==================== pipeline_hazard_unit
### Clock routing, pipeline_hazard_unit

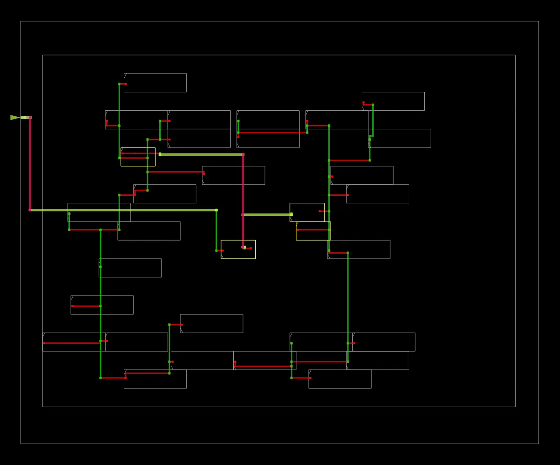

==> src/rtl/pipe_pkg.sv <==
// Shared constants for the pipelined DLX-style core: stage numbering,
// forwarding-select encoding, result-ready stages and register address width.
package pipe_pkg;

  localparam int REG_ADDR_W  = 6;

  localparam int STG_EX      = 1;
  localparam int STG_MEM     = 2;
  localparam int STG_WB      = 3;

  localparam int FWD_REGFILE = 0;

  localparam int RDY_ALU     = 1;
  localparam int RDY_LOAD    = 2;
  localparam int RDY_FPU     = 1;

  // A ready stage of 0 means "available out of EX", same as an ALU result.
  function automatic int eff_ready(input int rdy);
    return (rdy == 0) ? RDY_ALU : rdy;
  endfunction

endpackage

==> src/rtl/hazard_src_match.sv <==
// Per-source priority encoder over the in-flight scoreboard: picks the
// youngest matching producer and decides between forwarding and stalling.
module hazard_src_match #(
  parameter int REG_ADDR_W = pipe_pkg::REG_ADDR_W,
  parameter int DEPTH      = 3,
  parameter int SEL_W      = 3
) (
  input  logic [REG_ADDR_W-1:0]       src_addr,
  input  logic                        src_used,
  input  logic [DEPTH-1:0]            pipe_valid,
  input  logic [DEPTH*REG_ADDR_W-1:0] pipe_addr,
  input  logic [DEPTH*SEL_W-1:0]      pipe_ready,
  output logic [SEL_W-1:0]            sel,
  output logic                        need_stall
);
  import pipe_pkg::*;

  // Scan oldest to youngest so the smallest stage index is written last and wins.
  always_comb begin
    sel        = SEL_W'(FWD_REGFILE);
    need_stall = 1'b0;
    for (int k = DEPTH; k >= 1; k--) begin
      if (src_used && (src_addr != '0) && pipe_valid[k-1] &&
          (pipe_addr[(k-1)*REG_ADDR_W +: REG_ADDR_W] == src_addr)) begin
        if (eff_ready(int'(pipe_ready[(k-1)*SEL_W +: SEL_W])) > k) begin
          need_stall = 1'b1;
          sel        = SEL_W'(FWD_REGFILE);
        end else begin
          need_stall = 1'b0;
          sel        = SEL_W'(k);
        end
      end
    end
  end

endmodule

==> src/rtl/pipeline_hazard_unit.sv <==
// Hazard detection / forwarding controller with a DEPTH-entry shift scoreboard.
// Optional stall-cycle counter enabled by HAZARD_STALL_COUNTER_EN.
module pipeline_hazard_unit #(
  parameter int REG_ADDR_W = pipe_pkg::REG_ADDR_W,
  parameter int DEPTH      = 3,
  parameter int SEL_W      = 3
) (
  input  logic                  clk,
  input  logic                  reset,
  input  logic                  hold,
  input  logic                  flush,
  input  logic                  issue_valid,
  input  logic [REG_ADDR_W-1:0] rs1_addr,
  input  logic                  rs1_used,
  input  logic [REG_ADDR_W-1:0] rs2_addr,
  input  logic                  rs2_used,
  input  logic [REG_ADDR_W-1:0] rd_addr,
  input  logic                  rd_we,
  input  logic [SEL_W-1:0]      rd_ready,
  output logic                  stall,
  output logic [SEL_W-1:0]      fwd_a_sel,
  output logic [SEL_W-1:0]      fwd_b_sel,
  output logic [31:0]           stall_count
);
  import pipe_pkg::*;

  // Bit/slice k-1 holds scoreboard entry k (entry 1 = EX).
  logic [DEPTH-1:0]            valid_q, valid_d;
  logic [DEPTH*REG_ADDR_W-1:0] addr_q, addr_d;
  logic [DEPTH*SEL_W-1:0]      ready_q, ready_d;

  logic [REG_ADDR_W-1:0] src_addr [2];
  logic                  src_used [2];
  logic [SEL_W-1:0]      src_sel  [2];
  logic                  src_need [2];

  assign src_addr[0] = rs1_addr;
  assign src_used[0] = rs1_used;
  assign src_addr[1] = rs2_addr;
  assign src_used[1] = rs2_used;

  genvar gi;
  generate
    for (gi = 0; gi < 2; gi++) begin : g_src
      hazard_src_match #(
        .REG_ADDR_W (REG_ADDR_W),
        .DEPTH      (DEPTH),
        .SEL_W      (SEL_W)
      ) u_match (
        .src_addr   (src_addr[gi]),
        .src_used   (src_used[gi]),
        .pipe_valid (valid_q),
        .pipe_addr  (addr_q),
        .pipe_ready (ready_q),
        .sel        (src_sel[gi]),
        .need_stall (src_need[gi])
      );
    end
  endgenerate

  assign stall     = issue_valid & (src_need[0] | src_need[1]) & ~flush;
  assign fwd_a_sel = src_sel[0];
  assign fwd_b_sel = src_sel[1];

  // A stalled or flushed decode slot enters EX as a bubble; r0 writes are never tracked.
  always_comb begin
    valid_d = valid_q;
    addr_d  = addr_q;
    ready_d = ready_q;
    if (!hold) begin
      valid_d = {valid_q[DEPTH-2:0],
                 issue_valid & rd_we & ~stall & ~flush & (rd_addr != '0)};
      addr_d  = {addr_q[(DEPTH-1)*REG_ADDR_W-1:0], rd_addr};
      ready_d = {ready_q[(DEPTH-1)*SEL_W-1:0], rd_ready};
    end
  end

  always_ff @(posedge clk or posedge reset) begin
    if (reset) begin
      valid_q <= '0;
      addr_q  <= '0;
      ready_q <= '0;
    end else begin
      valid_q <= valid_d;
      addr_q  <= addr_d;
      ready_q <= ready_d;
    end
  end

`ifdef HAZARD_STALL_COUNTER_EN
  logic [31:0] stall_count_q, stall_count_d;

  always_comb begin
    stall_count_d = stall_count_q;
    if (stall && !hold) stall_count_d = stall_count_q + 32'd1;
  end

  always_ff @(posedge clk or posedge reset) begin
    if (reset) stall_count_q <= 32'd0;
    else       stall_count_q <= stall_count_d;
  end

  assign stall_count = stall_count_q;
`else
  assign stall_count = 32'd0;
`endif

endmodule

==> config.mk <==
export PLATFORM = sky130hd
export DESIGN_NAME = pipeline_hazard_unit
export DESIGN_NICKNAME = d
export VERILOG_FILES = /design/src/rtl/pipe_pkg.sv /design/src/rtl/hazard_src_match.sv /design/src/rtl/pipeline_hazard_unit.sv
export SDC_FILE = /design/constraint.sdc
export NUM_CORES = 1
export LEC_CHECK = 0
export ABC_CLOCK_PERIOD_IN_PS = 5100
export CORE_ASPECT_RATIO = 0.8
export CORE_MARGIN = 3
export CORE_UTILIZATION = 50
export DETAILED_ROUTE_END_ITERATION = 8
export PLACE_DENSITY = 0.86
export RECOVER_POWER = 100
export REMOVE_ABC_BUFFERS = 1
export SLEW_MARGIN = 25
export SYNTH_ARGS = -nofsm -noshare
export SYNTH_HDL_FRONTEND = slang
export SYNTH_HIERARCHICAL = 1
export SYNTH_SLANG_ARGS = --single-unit
==> constraint.sdc <==
create_clock -name clk -period 5.1 [get_ports clk]
set_input_delay 0.765 -clock clk [delete_from_list [all_inputs] [get_ports clk]]
set_output_delay 0.765 -clock clk [all_outputs]
set_load 0.01 [all_outputs]
==================== ram_port_arbiter
[src/rtl/ram_port_arbiter.sv]
// Two-master arbiter for single-cycle RAM port A: CPU (m0) has default priority,
// DMA (m1) is forced through after STARVE_LIMIT consecutive denied request cycles.
module ram_port_arbiter #(
    parameter int STARVE_LIMIT = 4
) (
    input  logic        clk,
    input  logic        reset,
    input  logic        m0_req,
    input  logic        m0_we,
    input  logic [31:0] m0_addr,
    input  logic [31:0] m0_wdata,
    input  logic [3:0]  m0_byteen,
    output logic        m0_gnt,
    output logic        m0_rvalid,
    output logic [31:0] m0_rdata,
    input  logic        m1_req,
    input  logic        m1_we,
    input  logic [31:0] m1_addr,
    input  logic [31:0] m1_wdata,
    input  logic [3:0]  m1_byteen,
    output logic        m1_gnt,
    output logic        m1_rvalid,
    output logic [31:0] m1_rdata,
    output logic [29:0] ram_address,
    output logic [31:0] ram_data,
    output logic [3:0]  ram_byteena,
    output logic        ram_wren,
    input  logic [31:0] ram_q
);

    // Handshake: a master holds req and its fields stable until it sees gnt in the
    // same cycle; a beat transfers on req & gnt. Read data is presented the next
    // cycle with rvalid (no back-pressure); a write needs no acknowledgement.

    localparam logic [7:0] LIMIT = 8'(STARVE_LIMIT);

    logic [7:0] starve_cnt;
    logic       rd_pend;
    logic       rd_owner;
    logic       m0_win;
    logic       m1_win;

    always_comb begin
        m1_win = ~reset & m1_req & (~m0_req | (starve_cnt == LIMIT));
        m0_win = ~reset & m0_req & ~m1_win;
    end

    assign m0_gnt = m0_win;
    assign m1_gnt = m1_win;

    always_comb begin
        ram_address = '0;
        ram_data    = '0;
        ram_byteena = 4'b1111;
        ram_wren    = 1'b0;
        if (m1_win) begin
            ram_address = m1_addr[31:2];
            ram_data    = m1_wdata;
            ram_byteena = m1_we ? m1_byteen : 4'b1111;
            ram_wren    = m1_we;
        end else if (m0_win) begin
            ram_address = m0_addr[31:2];
            ram_data    = m0_wdata;
            ram_byteena = m0_we ? m0_byteen : 4'b1111;
            ram_wren    = m0_we;
        end
    end

    always_ff @(posedge clk) begin
        if (reset) begin
            starve_cnt <= '0;
            rd_pend    <= 1'b0;
            rd_owner   <= 1'b0;
        end else begin
            rd_pend  <= (m0_win & ~m0_we) | (m1_win & ~m1_we);
            rd_owner <= m1_win;
            if (m1_req & ~m1_win) begin
                if (starve_cnt != LIMIT) starve_cnt <= starve_cnt + 8'd1;
            end else begin
                starve_cnt <= '0;
            end
        end
    end

    // Gating with reset hides a read launched just before reset was raised.
    assign m0_rvalid = ~reset & rd_pend & ~rd_owner;
    assign m1_rvalid = ~reset & rd_pend & rd_owner;
    assign m0_rdata  = ram_q;
    assign m1_rdata  = ram_q;

endmodule

[config.mk]
export PLATFORM = sky130hd
export DESIGN_NAME = ram_port_arbiter
export DESIGN_NICKNAME = d
export VERILOG_FILES = /design/src/rtl/ram_port_arbiter.sv
export SDC_FILE = /design/constraint.sdc
export NUM_CORES = 1
export LEC_CHECK = 0
export CAP_MARGIN = 20
export CORE_AREA = 2 2 121 123
export DETAILED_ROUTE_END_ITERATION = 6
export DIE_AREA = 0 0 123 125
export GPL_TIMING_DRIVEN = 1
export MAX_ROUTING_LAYER = met4
export PLACE_DENSITY = 0.63
export SYNTH_ARGS = -nofsm -noshare
export SYNTH_HDL_FRONTEND = slang
export SYNTH_SLANG_ARGS = --single-unit
export TNS_END_PERCENT = 100
[constraint.sdc]
create_clock -name clk -period 2.13 [get_ports clk]
set_clock_uncertainty 0.15 [all_clocks]
set_input_delay 0.213 -clock clk [delete_from_list [all_inputs] [get_ports clk]]
set_output_delay 0.213 -clock clk [all_outputs]
set_load 0.05 [all_outputs]
==================== led_pwm_driver
## src/rtl/led_pwm_driver.sv

```systemverilog
// LED PWM driver: OFF/ON/BLINK/BREATHE, commands applied on frame boundaries; BREATHE built only with LED_BREATHE_EN.
// led_out lags pwm_cnt by one clock; cmd_ready stays low while a command waits for frame_end.
module led_pwm_driver #(
  parameter int DIV_WIDTH    = 8,
  parameter int PWM_WIDTH    = 4,
  parameter int BLINK_FRAMES = 16
) (
  input  logic                 sys_clock,
  input  logic                 reset,
  input  logic                 cmd_valid,
  output logic                 cmd_ready,
  input  logic [1:0]           cmd_mode,
  input  logic [PWM_WIDTH-1:0] cmd_level,
  output logic                 led_out,
  output logic                 frame_start
);

  localparam int              FC_W    = (BLINK_FRAMES > 1) ? $clog2(BLINK_FRAMES) : 1;
  localparam logic [FC_W-1:0] FC_LAST = FC_W'(BLINK_FRAMES - 1);

  localparam logic [1:0] MODE_OFF     = 2'd0;
  localparam logic [1:0] MODE_ON      = 2'd1;
  localparam logic [1:0] MODE_BLINK   = 2'd2;
  localparam logic [1:0] MODE_BREATHE = 2'd3;

  typedef enum logic {
    ST_RUN,
    ST_PENDING
  } state_e;

  state_e                 state_q, state_d;
  logic [DIV_WIDTH-1:0]   presc_q, presc_d;
  logic [PWM_WIDTH-1:0]   pwm_cnt_q, pwm_cnt_d;
  logic [1:0]             pend_mode_q, pend_mode_d;
  logic [PWM_WIDTH-1:0]   pend_level_q, pend_level_d;
  logic [1:0]             act_mode_q, act_mode_d;
  logic [PWM_WIDTH-1:0]   act_level_q, act_level_d;
  logic [FC_W-1:0]        frame_cnt_q, frame_cnt_d;
  logic                   blink_dark_q, blink_dark_d;
  logic                   frame_start_q, frame_start_d;
  logic                   led_q, led_d;
`ifdef LED_BREATHE_EN
  logic [PWM_WIDTH-1:0]   breathe_lvl_q, breathe_lvl_d;
  logic                   breathe_down_q, breathe_down_d;
`endif

  logic tick;
  logic frame_end;
  logic fc_wrap;
  logic pend_load;
  logic apply;

  assign tick      = &presc_q;
  assign frame_end = tick && (&pwm_cnt_q);
  assign fc_wrap   = frame_end && (frame_cnt_q == FC_LAST);

  // Control FSM: a command parks in the pending registers until frame_end.
  always_comb begin
    state_d   = state_q;
    cmd_ready = 1'b0;
    pend_load = 1'b0;
    apply     = 1'b0;
    case (state_q)
      ST_RUN: begin
        cmd_ready = 1'b1;
        if (cmd_valid) begin
          pend_load = 1'b1;
          state_d   = ST_PENDING;
        end
      end
      ST_PENDING: begin
        if (frame_end) begin
          apply   = 1'b1;
          state_d = ST_RUN;
        end
      end
      default: state_d = ST_RUN;
    endcase
  end

  always_comb begin
    presc_d       = presc_q + 1'b1;
    pwm_cnt_d     = pwm_cnt_q;
    pend_mode_d   = pend_mode_q;
    pend_level_d  = pend_level_q;
    act_mode_d    = act_mode_q;
    act_level_d   = act_level_q;
    frame_cnt_d   = frame_cnt_q;
    blink_dark_d  = blink_dark_q;
    frame_start_d = frame_end;

    if (tick) begin
      pwm_cnt_d = pwm_cnt_q + 1'b1;
    end

    if (pend_load) begin
      pend_mode_d  = cmd_mode;
      pend_level_d = cmd_level;
    end

    // A fresh command restarts blink in the lit phase.
    if (apply) begin
      act_mode_d   = pend_mode_q;
      act_level_d  = pend_level_q;
      frame_cnt_d  = '0;
      blink_dark_d = 1'b0;
    end else if (frame_end) begin
      frame_cnt_d = fc_wrap ? '0 : frame_cnt_q + 1'b1;
      if (fc_wrap) begin
        blink_dark_d = ~blink_dark_q;
      end
    end
  end

`ifdef LED_BREATHE_EN
  // Triangle ramp 0..level..0; at each endpoint the step only flips direction.
  always_comb begin
    breathe_lvl_d  = breathe_lvl_q;
    breathe_down_d = breathe_down_q;
    if (apply) begin
      breathe_lvl_d  = '0;
      breathe_down_d = 1'b0;
    end else if (fc_wrap) begin
      if (!breathe_down_q) begin
        if (breathe_lvl_q == act_level_q) begin
          breathe_down_d = 1'b1;
        end else begin
          breathe_lvl_d = breathe_lvl_q + 1'b1;
        end
      end else begin
        if (breathe_lvl_q == '0) begin
          breathe_down_d = 1'b0;
        end else begin
          breathe_lvl_d = breathe_lvl_q - 1'b1;
        end
      end
    end
  end
`endif

  always_comb begin
    led_d = 1'b0;
    case (act_mode_q)
      MODE_OFF:     led_d = 1'b0;
      MODE_ON:      led_d = (pwm_cnt_q < act_level_q);
      MODE_BLINK:   led_d = !blink_dark_q && (pwm_cnt_q < act_level_q);
`ifdef LED_BREATHE_EN
      MODE_BREATHE: led_d = (pwm_cnt_q < breathe_lvl_q);
`else
      MODE_BREATHE: led_d = (pwm_cnt_q < act_level_q);
`endif
      default:      led_d = 1'b0;
    endcase
  end

  always_ff @(posedge sys_clock) begin
    if (reset) begin
      state_q       <= ST_RUN;
      presc_q       <= '0;
      pwm_cnt_q     <= '0;
      pend_mode_q   <= MODE_OFF;
      pend_level_q  <= '0;
      act_mode_q    <= MODE_OFF;
      act_level_q   <= '0;
      frame_cnt_q   <= '0;
      blink_dark_q  <= 1'b0;
      frame_start_q <= 1'b0;
      led_q         <= 1'b0;
    end else begin
      state_q       <= state_d;
      presc_q       <= presc_d;
      pwm_cnt_q     <= pwm_cnt_d;
      pend_mode_q   <= pend_mode_d;
      pend_level_q  <= pend_level_d;
      act_mode_q    <= act_mode_d;
      act_level_q   <= act_level_d;
      frame_cnt_q   <= frame_cnt_d;
      blink_dark_q  <= blink_dark_d;
      frame_start_q <= frame_start_d;
      led_q         <= led_d;
    end
  end

`ifdef LED_BREATHE_EN
  always_ff @(posedge sys_clock) begin
    if (reset) begin
      breathe_lvl_q  <= '0;
      breathe_down_q <= 1'b0;
    end else begin
      breathe_lvl_q  <= breathe_lvl_d;
      breathe_down_q <= breathe_down_d;
    end
  end
`endif

  assign led_out     = led_q;
  assign frame_start = frame_start_q;

endmodule

```

## config.mk

```make
export PLATFORM = sky130hd
export DESIGN_NAME = led_pwm_driver
export DESIGN_NICKNAME = d
export VERILOG_FILES = /design/src/rtl/led_pwm_driver.sv
export SDC_FILE = /design/constraint.sdc
export NUM_CORES = 1
export LEC_CHECK = 0
export ABC_AREA = 1
export CORE_UTILIZATION = 60
export DETAILED_ROUTE_END_ITERATION = 6
export GPL_TIMING_DRIVEN = 1
export MAX_ROUTING_LAYER = met4
export PLACE_DENSITY = 0.9
export SYNTH_ARGS = -nofsm -noshare
export SYNTH_HDL_FRONTEND = slang
export SYNTH_SLANG_ARGS = --single-unit
export TNS_END_PERCENT = 20
```

## constraint.sdc

```tcl
create_clock -name sys_clock -period 4.3 [get_ports sys_clock]
set_clock_uncertainty 0.1 [all_clocks]
set_input_delay 0.645 -clock sys_clock [delete_from_list [all_inputs] [get_ports sys_clock]]
set_output_delay 0.645 -clock sys_clock [all_outputs]
set_load 0.05 [all_outputs]
```

### Wiring heat map, pipeline_hazard_unit

(4 px per um) 15 x 12 tiles, from dark purple (low) to yellow (high), scaled to the fullest tile. Values are wire area over tile area, all layers added.
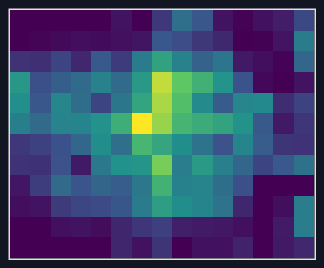
fullest tile: 0.49
emptiest ninth of the die: lower left
mean over tiles: 0.13
densest ninth of the die: centre

## Picture notes: 'Clock routing' of pipeline_hazard_unit
Clk power: 136 uW
Flops: 28

==> summary.txt, pipeline_hazard_unit <==
flow finished, numbers: fin. max-slew vios 30, chip height 62.1 um, status finished, violations left, Hold Path Class reg2reg, Global Route Usage Sum 0.158, setup bufs post-CTS 0, met3 wire length 260 um, # diodes 0, Final Cell Area 2250 um2, Via density 4.94, R2R Path Start addr_q[15]$_DFFE_PP0N_, Top-Level Pins 68, worst slew pin tran 1.51 ns, max cap viols 1, failing checks capacitance limit, slew limit, Die ar. 4730 um2, Worst Reg-to-Reg Cells 7, total CTS buffers 3, met1 global-route usage 0.217, Yosys warning total 6, total routed wirelength 3770 um, initial antenna violation count 0, multi-input combinational area share 0.481, clock buffer depth 2
## pipeline_hazard_unit: through the flow
stage	setup slack (ns)	power (mW)	utilization	cells
finish	0.596	0.568	0.626	267
detailed placement	0.836	0.438	0.615	263
global placement	0.946	0.433	0.615	263
global route	0.325	0.598	0.626	267
CTS	0.804	0.574	0.631	267
floorplan	2.14	0.380	-	177
## pipeline_hazard_unit: power by group
| group | internal, mW | switching (mW) | leakage, nW |
|---|---|---|---|
| registers | 0.252 | 0.0393 | 0.334 |
| logic | 0.0797 | 0.0608 | 0.544 |
| clock network | 0.0692 | 0.0669 | 0.0288 |
## pipeline_hazard_unit: placed cells by master (no fill, tap or decap)
cell type and n:
o31ai_4 1, nand4_1 6, nor3_2 2, a21boi_1 2, nand2_1 5, clkdlybuf4s50_1 26
inv_1 3, or3b_2 2, a32o_1 1, a21oi_1 6, dlygate4sd3_1 7, xnor2_1 24
dfrtp_1 28, nor4_1 4, or4_4 2, or2_1 2, nor3b_1 1, o21ai_1 2
o31ai_1 1, clkbuf_1 1, conb_1 34, clkbuf_8 4, nand3_1 2, mux2_2 27
nor2_1 6, and4bb_1 1, nor4_2 1, or4b_1 2, xor2_1 12
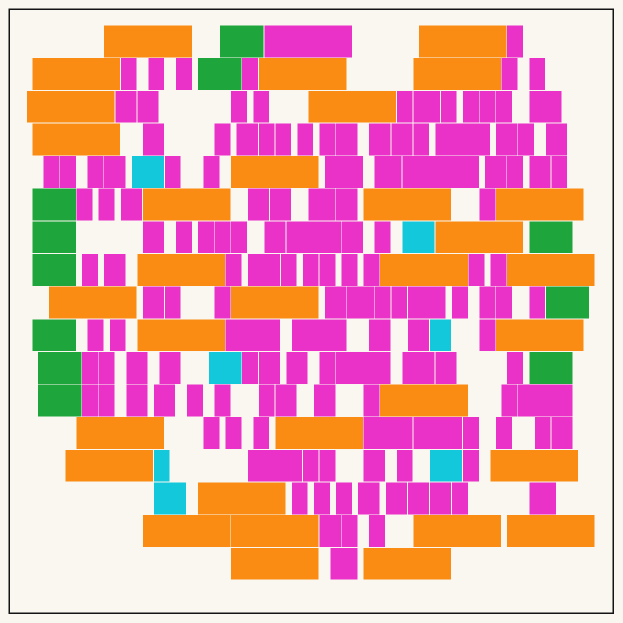
*Cell classes on the final placement, led_pwm_driver*
(12 px per um)
legend:
  magenta:
    class: all other logic
    cells: 146
    share_of_their_area: 48%
  cyan:
    class: clock drivers and dummy loads
    cells: 7
    share_of_their_area: 3.0%
  orange:
    class: flops
    cells: 32
    share_of_their_area: 42%
  green:
    class: other buffers and delay cells
    cells: 11
    share_of_their_area: 7.2%
Finished Core Util: 0.711
FP Rows: 17
sequential cell area share: 0.407
total core area: 2210 um2

==> summary.txt, led_pwm_driver <==
flow finished, numbers: status finished clean, IO buf count 11, Synth Cell Area 1400 um2, flip-flops with a built-in enable 0, aoi share 0.130, main flop type dfxtp_1, crit path kind reg2out, Seq share, synth 0.459, top power group registers, DRT iter0 DRCs 31, Final ANT Viol Nets 0, WHS 0.357 ns, delay-heaviest family, CP buffers and inverters, chip height 50.2 um, # fillers 200, GPL Wtd Cong 0.852, total CTS buffers 5, initial antenna violation count 0, syn nets 196, Hold Crit Depth 1, total routed wirelength 2490 um, FMAX 410 MHz, residual DRC count 0, crit path from state_q$_SDFF_PP0_, MUX share of area 0, sequential share of power 0.625, Clock transition at path regs 0.09 ns, vias in the first global route 1057, R2R Path Start pwm_cnt_q[1]$_SDFFE_PP0P_, post-route setup slack 1.86 ns, leakage 0.626 nW, Area Growth Syn to Fin 12.7%, Sw Ratio 0.233, Period Utilization, post-route 0.567, CP arrival 1.69 ns
## led_pwm_driver: final cells by class
cell class / instances / area share
clock inverter: 1 / 0.00318
inverter: 22 / 0.0533
clock buffer: 6 / 0.0263
timing repair buffer: 11 / 0.0700
tap: 28 / 0.0223
sequential: 32 / 0.407
multi-input combinational: 124 / 0.418
## led_pwm_driver: flip-flops by register name, indices dropped and copies added (netlist names)
| register | flops |
|---|---|
| state_q | 1 |
| act_mode_q | 2 |
| frame_cnt_q | 4 |
| led_out | 1 |
| pend_mode_q | 2 |
| act_level_q | 4 |
| presc_q | 8 |
| pend_level_q | 4 |
| pwm_cnt_q | 4 |
| frame_start | 1 |
| blink_dark_q | 1 |
## led_pwm_driver: per-layer routing
layer | up-vias | track usage | wire [um]
met2 | 29 | 0.391 | 1180
li1 | 611 | - | -
met4 | 0 | 0.167 | 66
met5 | - | - | 0
met1 | 488 | 0.265 | 1140
met3 | 8 | 0.0545 | 111
## led_pwm_driver: Yosys cell counts (6+ instances only)
library cell / n
inv_1: 20
nand3_1: 7
nor2_1: 42
a21oi_1: 11
nand2_1: 21
dfxtp_1: 32
o21ai_0: 19
ha_1: 6
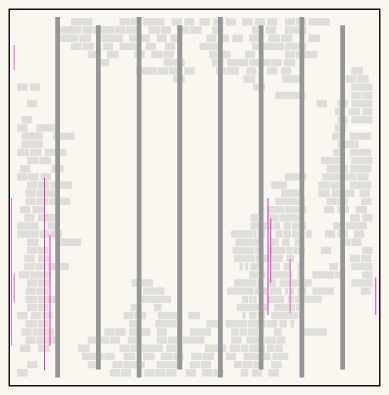
*M4 wires, ram_port_arbiter*
(3 px per um) Supply wires on this layer in grey.
share of all routed wire: 2.7%
nets with wire on the layer: 9

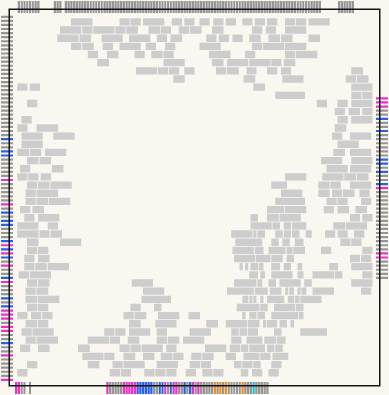
*Ports around the boundary, ram_port_arbiter*
(3 px per um) Pins as bars across the die edge, other pins in grey.
legend:
  blue:
    port: `ram_address`
    pins: 30
    direction: output
    edge: 13 left, 11 bottom, 6 right
  magenta:
    port: `m0_addr`
    pins: 32
    direction: input
    edge: 13 bottom, 13 left, 6 right
  cyan:
    port: `m1_we`
    pins: 1
    direction: input
    edge: bottom
  orange:
    port: `m1_byteen`
    pins: 4
    direction: input
    edge: bottom
Die X: 123 um
chip height: 125 um
IO buf count: 208

==> summary.txt, ram_port_arbiter <==
flow finished, numbers: Worst Reg-to-Reg Cells 8, tool warning count 34, DR WL met2 5200 um, total core area 14200 um2, Inverters excl. clock 3, routed length per instance 17.5 um, R2R Setup Slk 0.05 ns, detailed-router iteration count before antenna repair 4, Clock transition at path regs 0.04 ns, status finished, violations left, multi-input combinational area share 0.241, Metal-1 WL 3280 um, crit-path cells inv_2, ha_4, or4b_4, buf_4, o21ai_4, buf_4, buf_16, a32o_2, buf_12, via count 2412, layout cell share with drive strength beyond 1 0.501, clock buffer depth 2, final setup TNS -27.15 ns, fraction of registers with async set or reset after synthesis 0, Final setup violation count 69, crit path from starve_cnt[0]$_SDFFE_PP0N_, Highest Signal Layer met4, total CTS buffers 3, post-route setup slack -0.423 ns, GR Overflow Total 0, Hold Crit Depth 0, GPL Wtd Cong 0.864, nonclk buf count 236, Worst path most repeated cell buf_4, most frequent logic cells in the routed design clkdlybuf4s50_1 (137), buf_12 (72), a32o_2 (62), vias in the first global route 2546, setup bufs post-CTS 3, final-stage net count 543, sequential cell area share 0.0427, failing checks setup timing, Via density 4.39, clk sinks 10, WP data required 1.77 ns, most numerous logic cell after layout clkdlybuf4s50_1, CP arrival 2.19 ns, Critical R2R Capture rd_pend$_SDFF_PP0_, fin. max-slew vios 0, Yosys top cell by area a32o_1, met3 wire length 852 um
==> ram_port_arbiter: report_power, final <==
group / internal [mW] / switching, mW / leakage [nW]
clock: 0.243 / 0.0856 / 0.0370
sequential: 0.191 / 0.00131 / 0.0820
combinational: 0.640 / 0.517 / 1.92
==> ram_port_arbiter: through the flow <==
stage | total power [mW] | cells | area [um2]
finish | 1.68 | 549 | 4750
global route | 1.74 | 549 | 4750
CTS | 1.69 | 547 | 4700
detailed placement | 1.32 | 539 | 4500
global placement | 1.30 | 539 | 4500
floorplan | 0.985 | 211 | 1950
==> ram_port_arbiter: sequential cells by signal, summed over array words and instances, names as in the netlist <==
| name | cells |
|---|---|
| rd_pend | 1 |
| rd_owner | 1 |
| starve_cnt | 8 |
==> ram_port_arbiter: cell families (layout without fill, tap and decap cells) <==
family | Yosys count | count (layout) | synth area share
XOR/XNOR | 3 | 3 | 0.0143
AND-OR/OR-AND | 80 | 80 | 0.411
buffers and inverters | 88 | 242 | 0.359
AND/OR/NAND/NOR | 28 | 28 | 0.0929
flip-flops | 10 | 10 | 0.109
adder cells (fa/ha/maj) | 2 | 2 | 0.0137

==================== mem_wb_pipe
### A small window of the routed layout, mem_wb_pipe

Window x 66 to 116, y 66 to 116 um. Cells in grey, sequential cells in the stronger grey; small squares are vias.
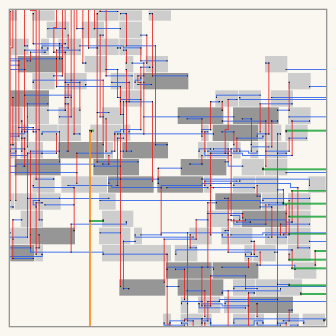

### src/rtl/mem_wb_pipe.sv
// MEM->WB pipeline register for NUM_CH write-back channels with stall hold,
// flush/bubble insertion, zero-register suppression, same-address arbitration and a bubble counter.
module mem_wb_pipe #(
    parameter int DATA_W        = 32,
    parameter int ADDR_W        = 5,
    parameter int NUM_CH        = 2,
    parameter int ZERO_SUPPRESS = 1,
    parameter int SHARED_SPACE  = 0,
    parameter int CNT_W         = 16
) (
    input  logic                       clk,
    input  logic                       rst,
    input  logic                       stall_mem,
    input  logic                       stall_wb,
    input  logic                       flush,
    input  logic                       mem_valid,
    input  logic [NUM_CH*DATA_W-1:0]   mem_wdata,
    input  logic [NUM_CH*ADDR_W-1:0]   mem_waddr,
    input  logic [NUM_CH-1:0]          mem_we,
    output logic [NUM_CH*DATA_W-1:0]   wb_wdata,
    output logic [NUM_CH*ADDR_W-1:0]   wb_waddr,
    output logic [NUM_CH-1:0]          wb_we,
    output logic                       wb_valid,
    output logic [CNT_W-1:0]           bubble_cnt
);

    logic [NUM_CH*DATA_W-1:0] wdata_q, wdata_d;
    logic [NUM_CH*ADDR_W-1:0] waddr_q, waddr_d;
    logic [NUM_CH-1:0]        we_q, we_d;
    logic                     valid_q, valid_d;
    logic [CNT_W-1:0]         bubble_cnt_q, bubble_cnt_d;

    logic [NUM_CH-1:0]        suppress_s;
    logic [NUM_CH-1:0]        cand_s;
    logic [NUM_CH-1:0]        lose_s;
    logic [NUM_CH-1:0]        load_we_s;
    logic [CNT_W-1:0]         cnt_inc_s;

    // Qualify channel write enables: drop ch0 writes to r0, then let the highest channel win a shared address
    always_comb begin
        suppress_s = '0;
        lose_s     = '0;
        if ((ZERO_SUPPRESS != 0) && (mem_waddr[ADDR_W-1:0] == '0)) begin
            suppress_s[0] = 1'b1;
        end else begin
            suppress_s[0] = 1'b0;
        end
        cand_s = mem_we & {NUM_CH{mem_valid}} & ~suppress_s;
        for (int k = 0; k < NUM_CH; k++) begin
            for (int j = 0; j < NUM_CH; j++) begin
                lose_s[k] = lose_s[k] | ((SHARED_SPACE != 0) && (j > k) && cand_s[j] &&
                            (mem_waddr[j*ADDR_W +: ADDR_W] == mem_waddr[k*ADDR_W +: ADDR_W]));
            end
        end
        load_we_s = cand_s & ~lose_s;
    end

    // Counter increment that sticks at all-ones
    always_comb begin
        if (bubble_cnt_q == {CNT_W{1'b1}}) begin
            cnt_inc_s = bubble_cnt_q;
        end else begin
            cnt_inc_s = bubble_cnt_q + CNT_W'(1);
        end
    end

    // Next-state selection: reset, flush, hold, bubble, load in priority order
    always_comb begin
        wdata_d      = wdata_q;
        waddr_d      = waddr_q;
        we_d         = we_q;
        valid_d      = valid_q;
        bubble_cnt_d = bubble_cnt_q;
        if (rst) begin
            wdata_d      = '0;
            waddr_d      = '0;
            we_d         = '0;
            valid_d      = 1'b0;
            bubble_cnt_d = '0;
        end else if (flush || (stall_mem && !stall_wb)) begin
            wdata_d      = '0;
            waddr_d      = '0;
            we_d         = '0;
            valid_d      = 1'b0;
            bubble_cnt_d = cnt_inc_s;
        end else if (stall_wb) begin
            // WB stalled: everything, including a held bubble, stays as is
            wdata_d      = wdata_q;
            waddr_d      = waddr_q;
            we_d         = we_q;
            valid_d      = valid_q;
            bubble_cnt_d = bubble_cnt_q;
        end else begin
            wdata_d      = mem_wdata;
            waddr_d      = mem_waddr;
            we_d         = load_we_s;
            valid_d      = mem_valid;
            bubble_cnt_d = bubble_cnt_q;
        end
    end

    // Pipeline state register
    always_ff @(posedge clk) begin
        wdata_q      <= wdata_d;
        waddr_q      <= waddr_d;
        we_q         <= we_d;
        valid_q      <= valid_d;
        bubble_cnt_q <= bubble_cnt_d;
    end

    assign wb_wdata   = wdata_q;
    assign wb_waddr   = waddr_q;
    assign wb_we      = we_q;
    assign wb_valid   = valid_q;
    assign bubble_cnt = bubble_cnt_q;

endmodule

### config.mk
export PLATFORM = sky130hd
export DESIGN_NAME = mem_wb_pipe
export DESIGN_NICKNAME = d
export VERILOG_FILES = /design/src/rtl/mem_wb_pipe.sv
export SDC_FILE = /design/constraint.sdc
export NUM_CORES = 1
export LEC_CHECK = 0
export ABC_CLOCK_PERIOD_IN_PS = 3800
export CAP_MARGIN = 15
export CORE_MARGIN = 4
export CORE_UTILIZATION = 28
export CTS_BUF_LIST = sky130_fd_sc_hd__clkbuf_4 sky130_fd_sc_hd__clkbuf_8
export CTS_CLUSTER_DIAMETER = 80
export DETAILED_ROUTE_END_ITERATION = 6
export PLACE_DENSITY = 0.63
export SYNTH_ARGS = -nofsm -noshare
export SYNTH_HDL_FRONTEND = slang
export SYNTH_SLANG_ARGS = --single-unit
export TNS_END_PERCENT = 1
### constraint.sdc
create_clock -name clk -period 3.8 [get_ports clk]
set_input_delay 0.57 -clock clk [delete_from_list [all_inputs] [get_ports clk]]
set_output_delay 0.57 -clock clk [all_outputs]
set_load 0.01 [all_outputs]
==================== noc_output_arbiter_flat
==> src/rtl/noc_output_arbiter_pkg.sv <==
// Shared NoC types: flit layout, source tag width, output-register states.
// Latency: n/a (types and constants only).
// Backpressure: n/a.
package noc_pkg;

  localparam int FLIT_W = 11;
  localparam int ADDR_W = 4;
  localparam int DATA_W = 7;
  localparam int SRC_W  = 3;

  localparam logic [SRC_W-1:0] CORE_ID = 3'd4;

  // Single-flit packet; the data field carries a Hamming-coded payload
  // that the arbiter never looks at.
  typedef struct packed {
    logic [DATA_W-1:0] data;
    logic [ADDR_W-1:0] addr;
  } flit_t;

  typedef enum logic {
    EMPTY = 1'b0,
    FULL  = 1'b1
  } arb_state_e;

endpackage

==> src/rtl/noc_output_arbiter_if.sv <==
// Handshake bundle between packet sources, the output arbiter and the link.
// Ports: in_valid/in_data/in_ready per requester, out_valid/out_data/out_src/out_ready to the link.
// master = traffic side (sources + downstream sink), slave = arbiter.
interface noc_output_arbiter_if #(
  parameter int NUM_IN = 5,
  parameter int WIDTH  = noc_pkg::FLIT_W,
  parameter int SRC_W  = noc_pkg::SRC_W
);

  logic [NUM_IN-1:0]       in_valid;
  logic [NUM_IN*WIDTH-1:0] in_data;
  logic [NUM_IN-1:0]       in_ready;
  logic                    out_valid;
  logic [WIDTH-1:0]        out_data;
  logic [SRC_W-1:0]        out_src;
  logic                    out_ready;

  modport master (
    output in_valid, in_data, out_ready,
    input  in_ready, out_valid, out_data, out_src
  );

  modport slave (
    input  in_valid, in_data, out_ready,
    output in_ready, out_valid, out_data, out_src
  );

endinterface

==> src/rtl/noc_output_arbiter_rr_pick.sv <==
// Round-robin picker: first set request at or above ptr, wrapping past N-1.
// Latency: combinational. Ports: req, ptr in; one-hot grant and binary idx out.
// Backpressure: none; the caller gates the grant.
module rr_pick #(
  parameter int N     = 5,
  parameter int IDX_W = 3
) (
  input  logic [N-1:0]     req,
  input  logic [IDX_W-1:0] ptr,
  output logic [N-1:0]     grant,
  output logic [IDX_W-1:0] idx
);

  // One spare bit so ptr+k cannot overflow before the modulo fold.
  logic [IDX_W:0] pos;
  logic           found;

  always_comb begin
    grant = '0;
    idx   = '0;
    found = 1'b0;
    pos   = '0;
    for (int k = 0; k < N; k++) begin
      pos = {1'b0, ptr} + (IDX_W+1)'(k);
      // ptr < N, so one subtraction is enough to wrap.
      if (pos >= (IDX_W+1)'(N)) begin
        pos = pos - (IDX_W+1)'(N);
      end
      if (!found && req[pos[IDX_W-1:0]]) begin
        found                 = 1'b1;
        grant[pos[IDX_W-1:0]] = 1'b1;
        idx                   = pos[IDX_W-1:0];
      end
    end
  end

endmodule

==> src/rtl/noc_output_arbiter.sv <==
// Round-robin share of one output link among 4 neighbours + core, one-entry output register tagged with source.
// Latency: 1 cycle accept-to-out_valid; 1 flit/cycle when out_ready stays high.
// Backpressure: FULL & !out_ready drops every in_ready. Optional NOC_ARB_STATS_EN adds stats_clr/grant_cnt.
module noc_output_arbiter #(
  parameter int NUM_IN = 5,
  parameter int WIDTH  = noc_pkg::FLIT_W,
  parameter int SRC_W  = noc_pkg::SRC_W
) (
  input  logic                 clk,
  input  logic                 rst_n,
`ifdef NOC_ARB_STATS_EN
  input  logic                 stats_clr,
  output logic [NUM_IN*16-1:0] grant_cnt,
`endif
  noc_output_arbiter_if.slave  bus
);

  import noc_pkg::*;

  arb_state_e        state_q, state_d;
  logic [SRC_W-1:0]  rr_ptr_q;
  logic [SRC_W-1:0]  win_idx;
  logic [NUM_IN-1:0] win_oh;
  logic [NUM_IN-1:0] xfer;
  logic [WIDTH-1:0]  out_data_q;
  logic [SRC_W-1:0]  out_src_q;
  logic              can_load;
  logic              load;

  rr_pick #(
    .N     (NUM_IN),
    .IDX_W (SRC_W)
  ) u_pick (
    .req   (bus.in_valid),
    .ptr   (rr_ptr_q),
    .grant (win_oh),
    .idx   (win_idx)
  );

  // The register can take a flit if empty or if its current flit leaves this cycle.
  assign can_load     = (state_q == EMPTY) | bus.out_ready;
  assign bus.in_ready = (rst_n & can_load) ? win_oh : '0;
  assign xfer         = bus.in_valid & bus.in_ready;
  assign load         = |xfer;

  always_ff @(posedge clk or negedge rst_n) begin
    if (!rst_n) begin
      state_q <= EMPTY;
    end else begin
      state_q <= state_d;
    end
  end

  always_comb begin
    state_d = state_q;
    case (state_q)
      EMPTY: if (load) state_d = FULL;
      FULL: begin
        if (load) begin
          state_d = FULL;
        end else if (bus.out_ready) begin
          state_d = EMPTY;
        end
      end
      default: state_d = EMPTY;
    endcase
  end

  // out_data/out_src only move on a load, so they hold through a drain.
  always_ff @(posedge clk or negedge rst_n) begin
    if (!rst_n) begin
      out_data_q <= '0;
      out_src_q  <= '0;
      rr_ptr_q   <= '0;
    end else if (load) begin
      out_data_q <= bus.in_data[win_idx*WIDTH +: WIDTH];
      out_src_q  <= win_idx;
      rr_ptr_q   <= (win_idx == SRC_W'(NUM_IN-1)) ? '0 : win_idx + 1'b1;
    end
  end

  assign bus.out_valid = (state_q == FULL);
  assign bus.out_data  = out_data_q;
  assign bus.out_src   = out_src_q;

`ifdef NOC_ARB_STATS_EN
  logic [15:0] cnt_q [NUM_IN];

  // A clear coinciding with a grant leaves that counter at 1.
  always_ff @(posedge clk or negedge rst_n) begin
    if (!rst_n) begin
      for (int i = 0; i < NUM_IN; i++) cnt_q[i] <= '0;
    end else begin
      for (int i = 0; i < NUM_IN; i++) begin
        if (stats_clr) begin
          cnt_q[i] <= {15'd0, xfer[i]};
        end else if (xfer[i] && cnt_q[i] != 16'hFFFF) begin
          cnt_q[i] <= cnt_q[i] + 16'd1;
        end
      end
    end
  end

  for (genvar g = 0; g < NUM_IN; g++) begin : g_cnt
    assign grant_cnt[g*16 +: 16] = cnt_q[g];
  end
`endif

endmodule

==> src/flat_wrapper.sv <==
// flat-port wrapper written by rule: the top's interface ports become plain ports
module noc_output_arbiter_flat import noc_pkg::*;
#(
  parameter int NUM_IN = 5,
  parameter int WIDTH  = noc_pkg::FLIT_W,
  parameter int SRC_W  = noc_pkg::SRC_W
)
  (clk, rst_n, bus_in_valid, bus_in_data, bus_out_ready, bus_in_ready, bus_out_valid, bus_out_data, bus_out_src);
  noc_output_arbiter_if #(.NUM_IN(NUM_IN), .WIDTH(WIDTH), .SRC_W(SRC_W)) bus_i ();
  input  logic clk;
  input  logic rst_n;
  input wire logic [$bits(bus_i.in_valid)-1:0] bus_in_valid;
  input wire logic [$bits(bus_i.in_data)-1:0] bus_in_data;
  input wire logic [$bits(bus_i.out_ready)-1:0] bus_out_ready;
  output wire logic [$bits(bus_i.in_ready)-1:0] bus_in_ready;
  output wire logic [$bits(bus_i.out_valid)-1:0] bus_out_valid;
  output wire logic [$bits(bus_i.out_data)-1:0] bus_out_data;
  output wire logic [$bits(bus_i.out_src)-1:0] bus_out_src;
  assign bus_i.in_valid = bus_in_valid;
  assign bus_i.in_data = bus_in_data;
  assign bus_i.out_ready = bus_out_ready;
  assign bus_in_ready = bus_i.in_ready;
  assign bus_out_valid = bus_i.out_valid;
  assign bus_out_data = bus_i.out_data;
  assign bus_out_src = bus_i.out_src;
  noc_output_arbiter #(.NUM_IN(NUM_IN), .WIDTH(WIDTH), .SRC_W(SRC_W)) u_core (.clk(clk), .rst_n(rst_n), .bus(bus_i));
endmodule
==> config.mk <==
export PLATFORM = sky130hd
export DESIGN_NAME = noc_output_arbiter_flat
export DESIGN_NICKNAME = d
export VERILOG_FILES = /design/src/rtl/noc_output_arbiter_pkg.sv /design/src/rtl/noc_output_arbiter_if.sv /design/src/rtl/noc_output_arbiter_rr_pick.sv /design/src/rtl/noc_output_arbiter.sv /design/src/flat_wrapper.sv
export SDC_FILE = /design/constraint.sdc
export NUM_CORES = 1
export LEC_CHECK = 0
export ABC_CLOCK_PERIOD_IN_PS = 5000
export CAP_MARGIN = 20
export CORE_ASPECT_RATIO = 1.5
export CORE_UTILIZATION = 41
export CTS_BUF_LIST = sky130_fd_sc_hd__clkbuf_8
export DETAILED_ROUTE_END_ITERATION = 8
export PLACE_DENSITY = 0.79
export SYNTH_ARGS = -nofsm -noshare
export SYNTH_HDL_FRONTEND = slang
export SYNTH_SLANG_ARGS = --single-unit
==> constraint.sdc <==
create_clock -name clk -period 5 [get_ports clk]
set_clock_uncertainty 0.15 [all_clocks]
set_input_delay 1 -clock clk [delete_from_list [all_inputs] [get_ports clk]]
set_output_delay 1 -clock clk [all_outputs]
set_load 0.01 [all_outputs]

==> layout pictures side by side <==
Ports around the boundary.
panel A
(4 px per um) Pins as bars across the die edge, other pins in grey.
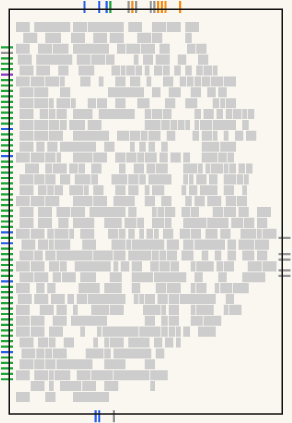
panel B
(3 px per um) Pins as bars across the die edge, other pins in grey.
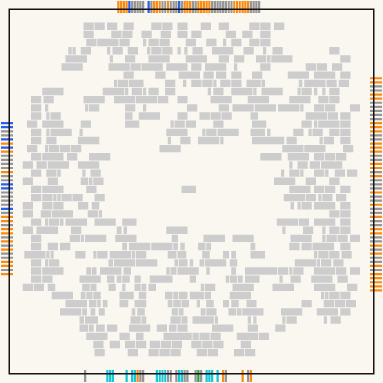
Panel A comes from noc_output_arbiter_flat.
Panel B comes from mem_wb_pipe.
The one with the most pins is panel B.

### Clock routing, noc_output_arbiter_flat

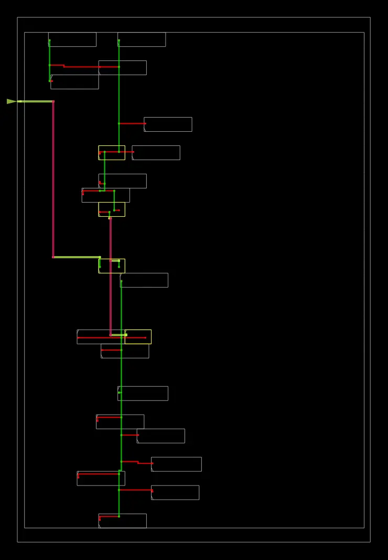
total CTS buffers: 3
CLK BUF: 4

==> summary.txt, noc_output_arbiter_flat <==
flow finished, numbers: status finished clean, adder-cell area share of the yosys netlist 0.0591, Finished Core Util 0.625, Fin. Hold Viols 0, most instantiated cells after synthesis o21ai_0 (26), nand2_1 (22), dfrtp_1 (18), nor2_1 (18), placed inst area 3700 um2, max cap viols 0, R2R Path Start u_core.rr_ptr_q[1]$_DFFE_PN0P_, post-synth cell types 69, WHS 0.353 ns, CTS hold repair buffers 0, GPL Wtd Cong 0.910, layout cell share with drive strength beyond 1 0.206, Final setup violation count 0, delay-heaviest family, CP AND-OR/OR-AND gates, Hold Crit Depth 1, M3 GR Usage 0.0588, Avg Cell Area, Syn 7.90 um2, met1 global-route usage 0.269, Core Util at FP 0.429, XOR Share, Synth 0.0197, routed length per instance 17.4 um, multi-input combinational area share 0.553, FMAX 204 MHz, CTS tree done, setup bufs post-CTS 0, pin count of the biggest net entering global routing 27, cells in synth_stat.txt 338, worst slew pin tran 0.513 ns, Global Route Usage Sum 0.269, signal buffers share of area 0.279
noc_output_arbiter_flat: how the worst max path moves through the flow:
| stage | startpoint | end | slack, ns |
|---|---|---|---|
| CTS | u_core.rr_ptr_q[1]$_DFFE_PN0P_ | bus_in_ready[3] | 0.03 |
| global placement | bus_in_valid[2] | bus_in_ready[3] | 0.13 |
| detailed placement | bus_in_valid[2] | bus_in_ready[3] | 0.11 |
| floorplan | u_core.rr_ptr_q[0]$_DFFE_PN0P_ | bus_in_ready[4] | 0.20 |
| global route | u_core.rr_ptr_q[0]$_DFFE_PN0P_ | bus_in_ready[3] | -0.09 |
| finish | u_core.rr_ptr_q[0]$_DFFE_PN0P_ | bus_in_ready[3] | 0.09 |
noc_output_arbiter_flat: layout by cell type (no fill, tap or decap), types with 5 or more instances in the layout:
cell	instances
buf_4	35
and3_1	15
inv_1	12
nand2b_1	6
o211ai_1	14
mux2_2	10
dfrtp_1	16
mux2i_1	14
nand3_1	15
clkdlybuf4s50_1	82
a21boi_0	10
nor3_1	12
nor2_1	17
nand3b_1	5
o21ai_0	26
a21oi_1	7
nor2b_1	5
nand2_1	22
ha_1	8
mux2_4	6
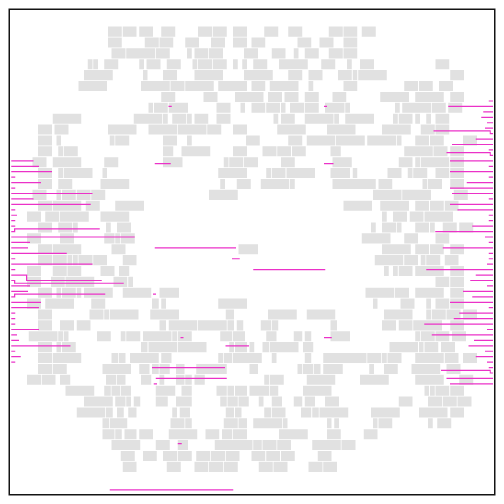
*The metal 3 layer, mem_wb_pipe*
(4 px per um)
wire length on this layer: 746 um
nets with wire on the layer: 96
main direction: horizontal
longest straight run: 30.6 um
M3 GR Usage: 0.0378
via count: 3169
total routed wirelength: 10100 um

About 'A small window of the routed layout' of mem_wb_pipe:
legend:
  red:
    layer: met2
  green:
    layer: met3
  orange:
    layer: met4
  blue:
    layer: met1
cells with their middle in the window: 115
sequential cells in the window: 22
netlist names of flops here include: `wb_wdata` (22)
most frequent: clkdlybuf4s50_1 (43)

==> summary.txt, mem_wb_pipe <==
flow finished, numbers: # diodes 0, setup bufs post-CTS 0, main flop type dfxtp_1, most frequent logic cells in the routed design clkdlybuf4s50_1 (173), dfxtp_1 (93), nor2_1 (78), Top-Level Pins 175, CTS hold repair buffers 0, Non-Filler Instances 692, Final ANT Viol Nets 0, clk sinks 93, adder-cell area share of the yosys netlist 0.00350, Worst Reg-to-Reg Cells 4, syn nets 432, Max-slew headroom 0.351, DRT iter0 DRCs 156, CP arrival 2.68 ns, IO buf count 174, met1 global-route usage 0.163, status finished clean, Critical R2R Capture bubble_cnt[11]$_SDFFE_PP0P_
-- mem_wb_pipe: layout make-up --
cell class                      instances  share of cell area
Clock inverter                          6              0.0152
Sequential cell                        93               0.328
Multi-Input combinational cell        232               0.280
Inverter                                2             0.00132
Tap cell                              172              0.0379
Timing Repair Buffer                  177               0.313
Clock buffer                           10              0.0243
-- mem_wb_pipe: metrics by stage --
step / util / setup WS (ns) / hold WS [ns] / instance area, um2
5_1_grt: 0.451 / 1.19 / 0.531 / 5670
2_1_floorplan: - / 2.07 / 0.486 / 3580
4_1_cts: 0.451 / 1.43 / 0.507 / 5670
3_5_place_dp: 0.433 / 1.03 / 0.484 / 5450
6_report: 0.451 / 1.41 / 0.495 / 5670
3_3_place_gp: 0.433 / 1.14 / 0.474 / 5450
-- mem_wb_pipe: registers in the layout, indices dropped and copies added, names as in the netlist --
| register | flops |
|---|---|
| bubble_cnt | 16 |
| wb_valid | 1 |
| wb_waddr | 10 |
| wb_wdata | 64 |
| wb_we | 2 |


==> notes/layouts.md <==
Pictures saved along the way, in no particular order.

The metal 3 layer.
Plate I
(10 px per um)
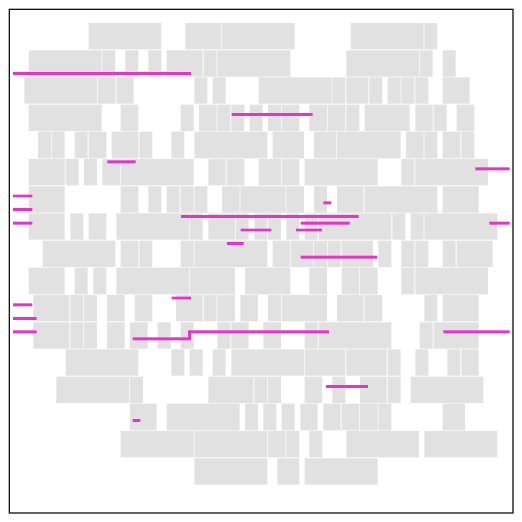
Plate II
(6 px per um)
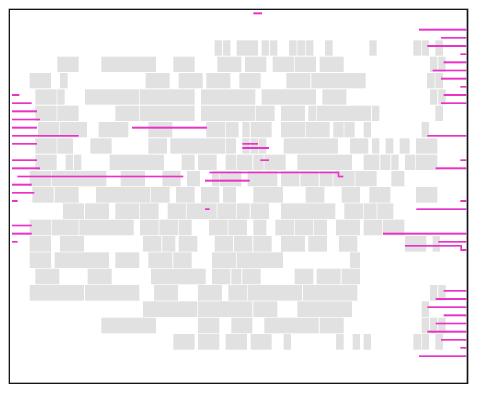
Plate III
(4 px per um)
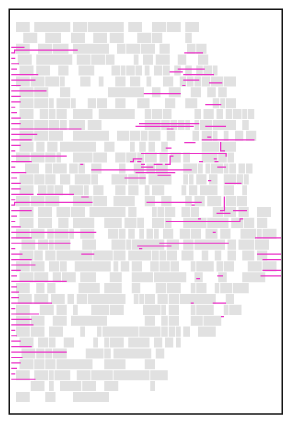
Plate IV
(4 px per um)
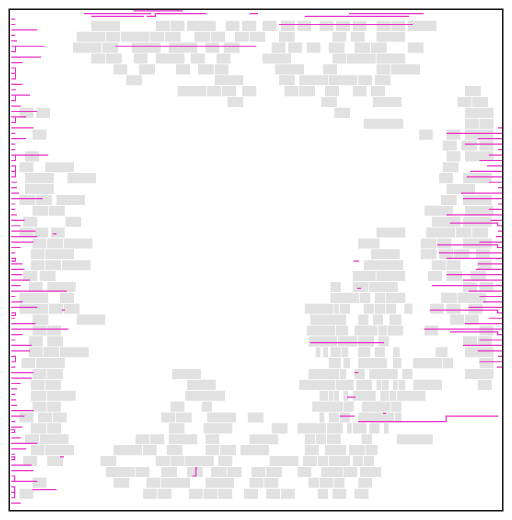
- led_pwm_driver = Plate I
- ram_port_arbiter = Plate IV
- noc_output_arbiter_flat = Plate III
- pipeline_hazard_unit = Plate II
- smallest die: Plate I
- largest die: Plate IV

Key to Plate IV:
share of all routed wire: 8.9%
wire length on this layer: 853 um
longest straight run: 35.0 um
main direction: horizontal
nets with wire on the layer: 128

No activity file was given, so power comes from the tool's default toggle rates.
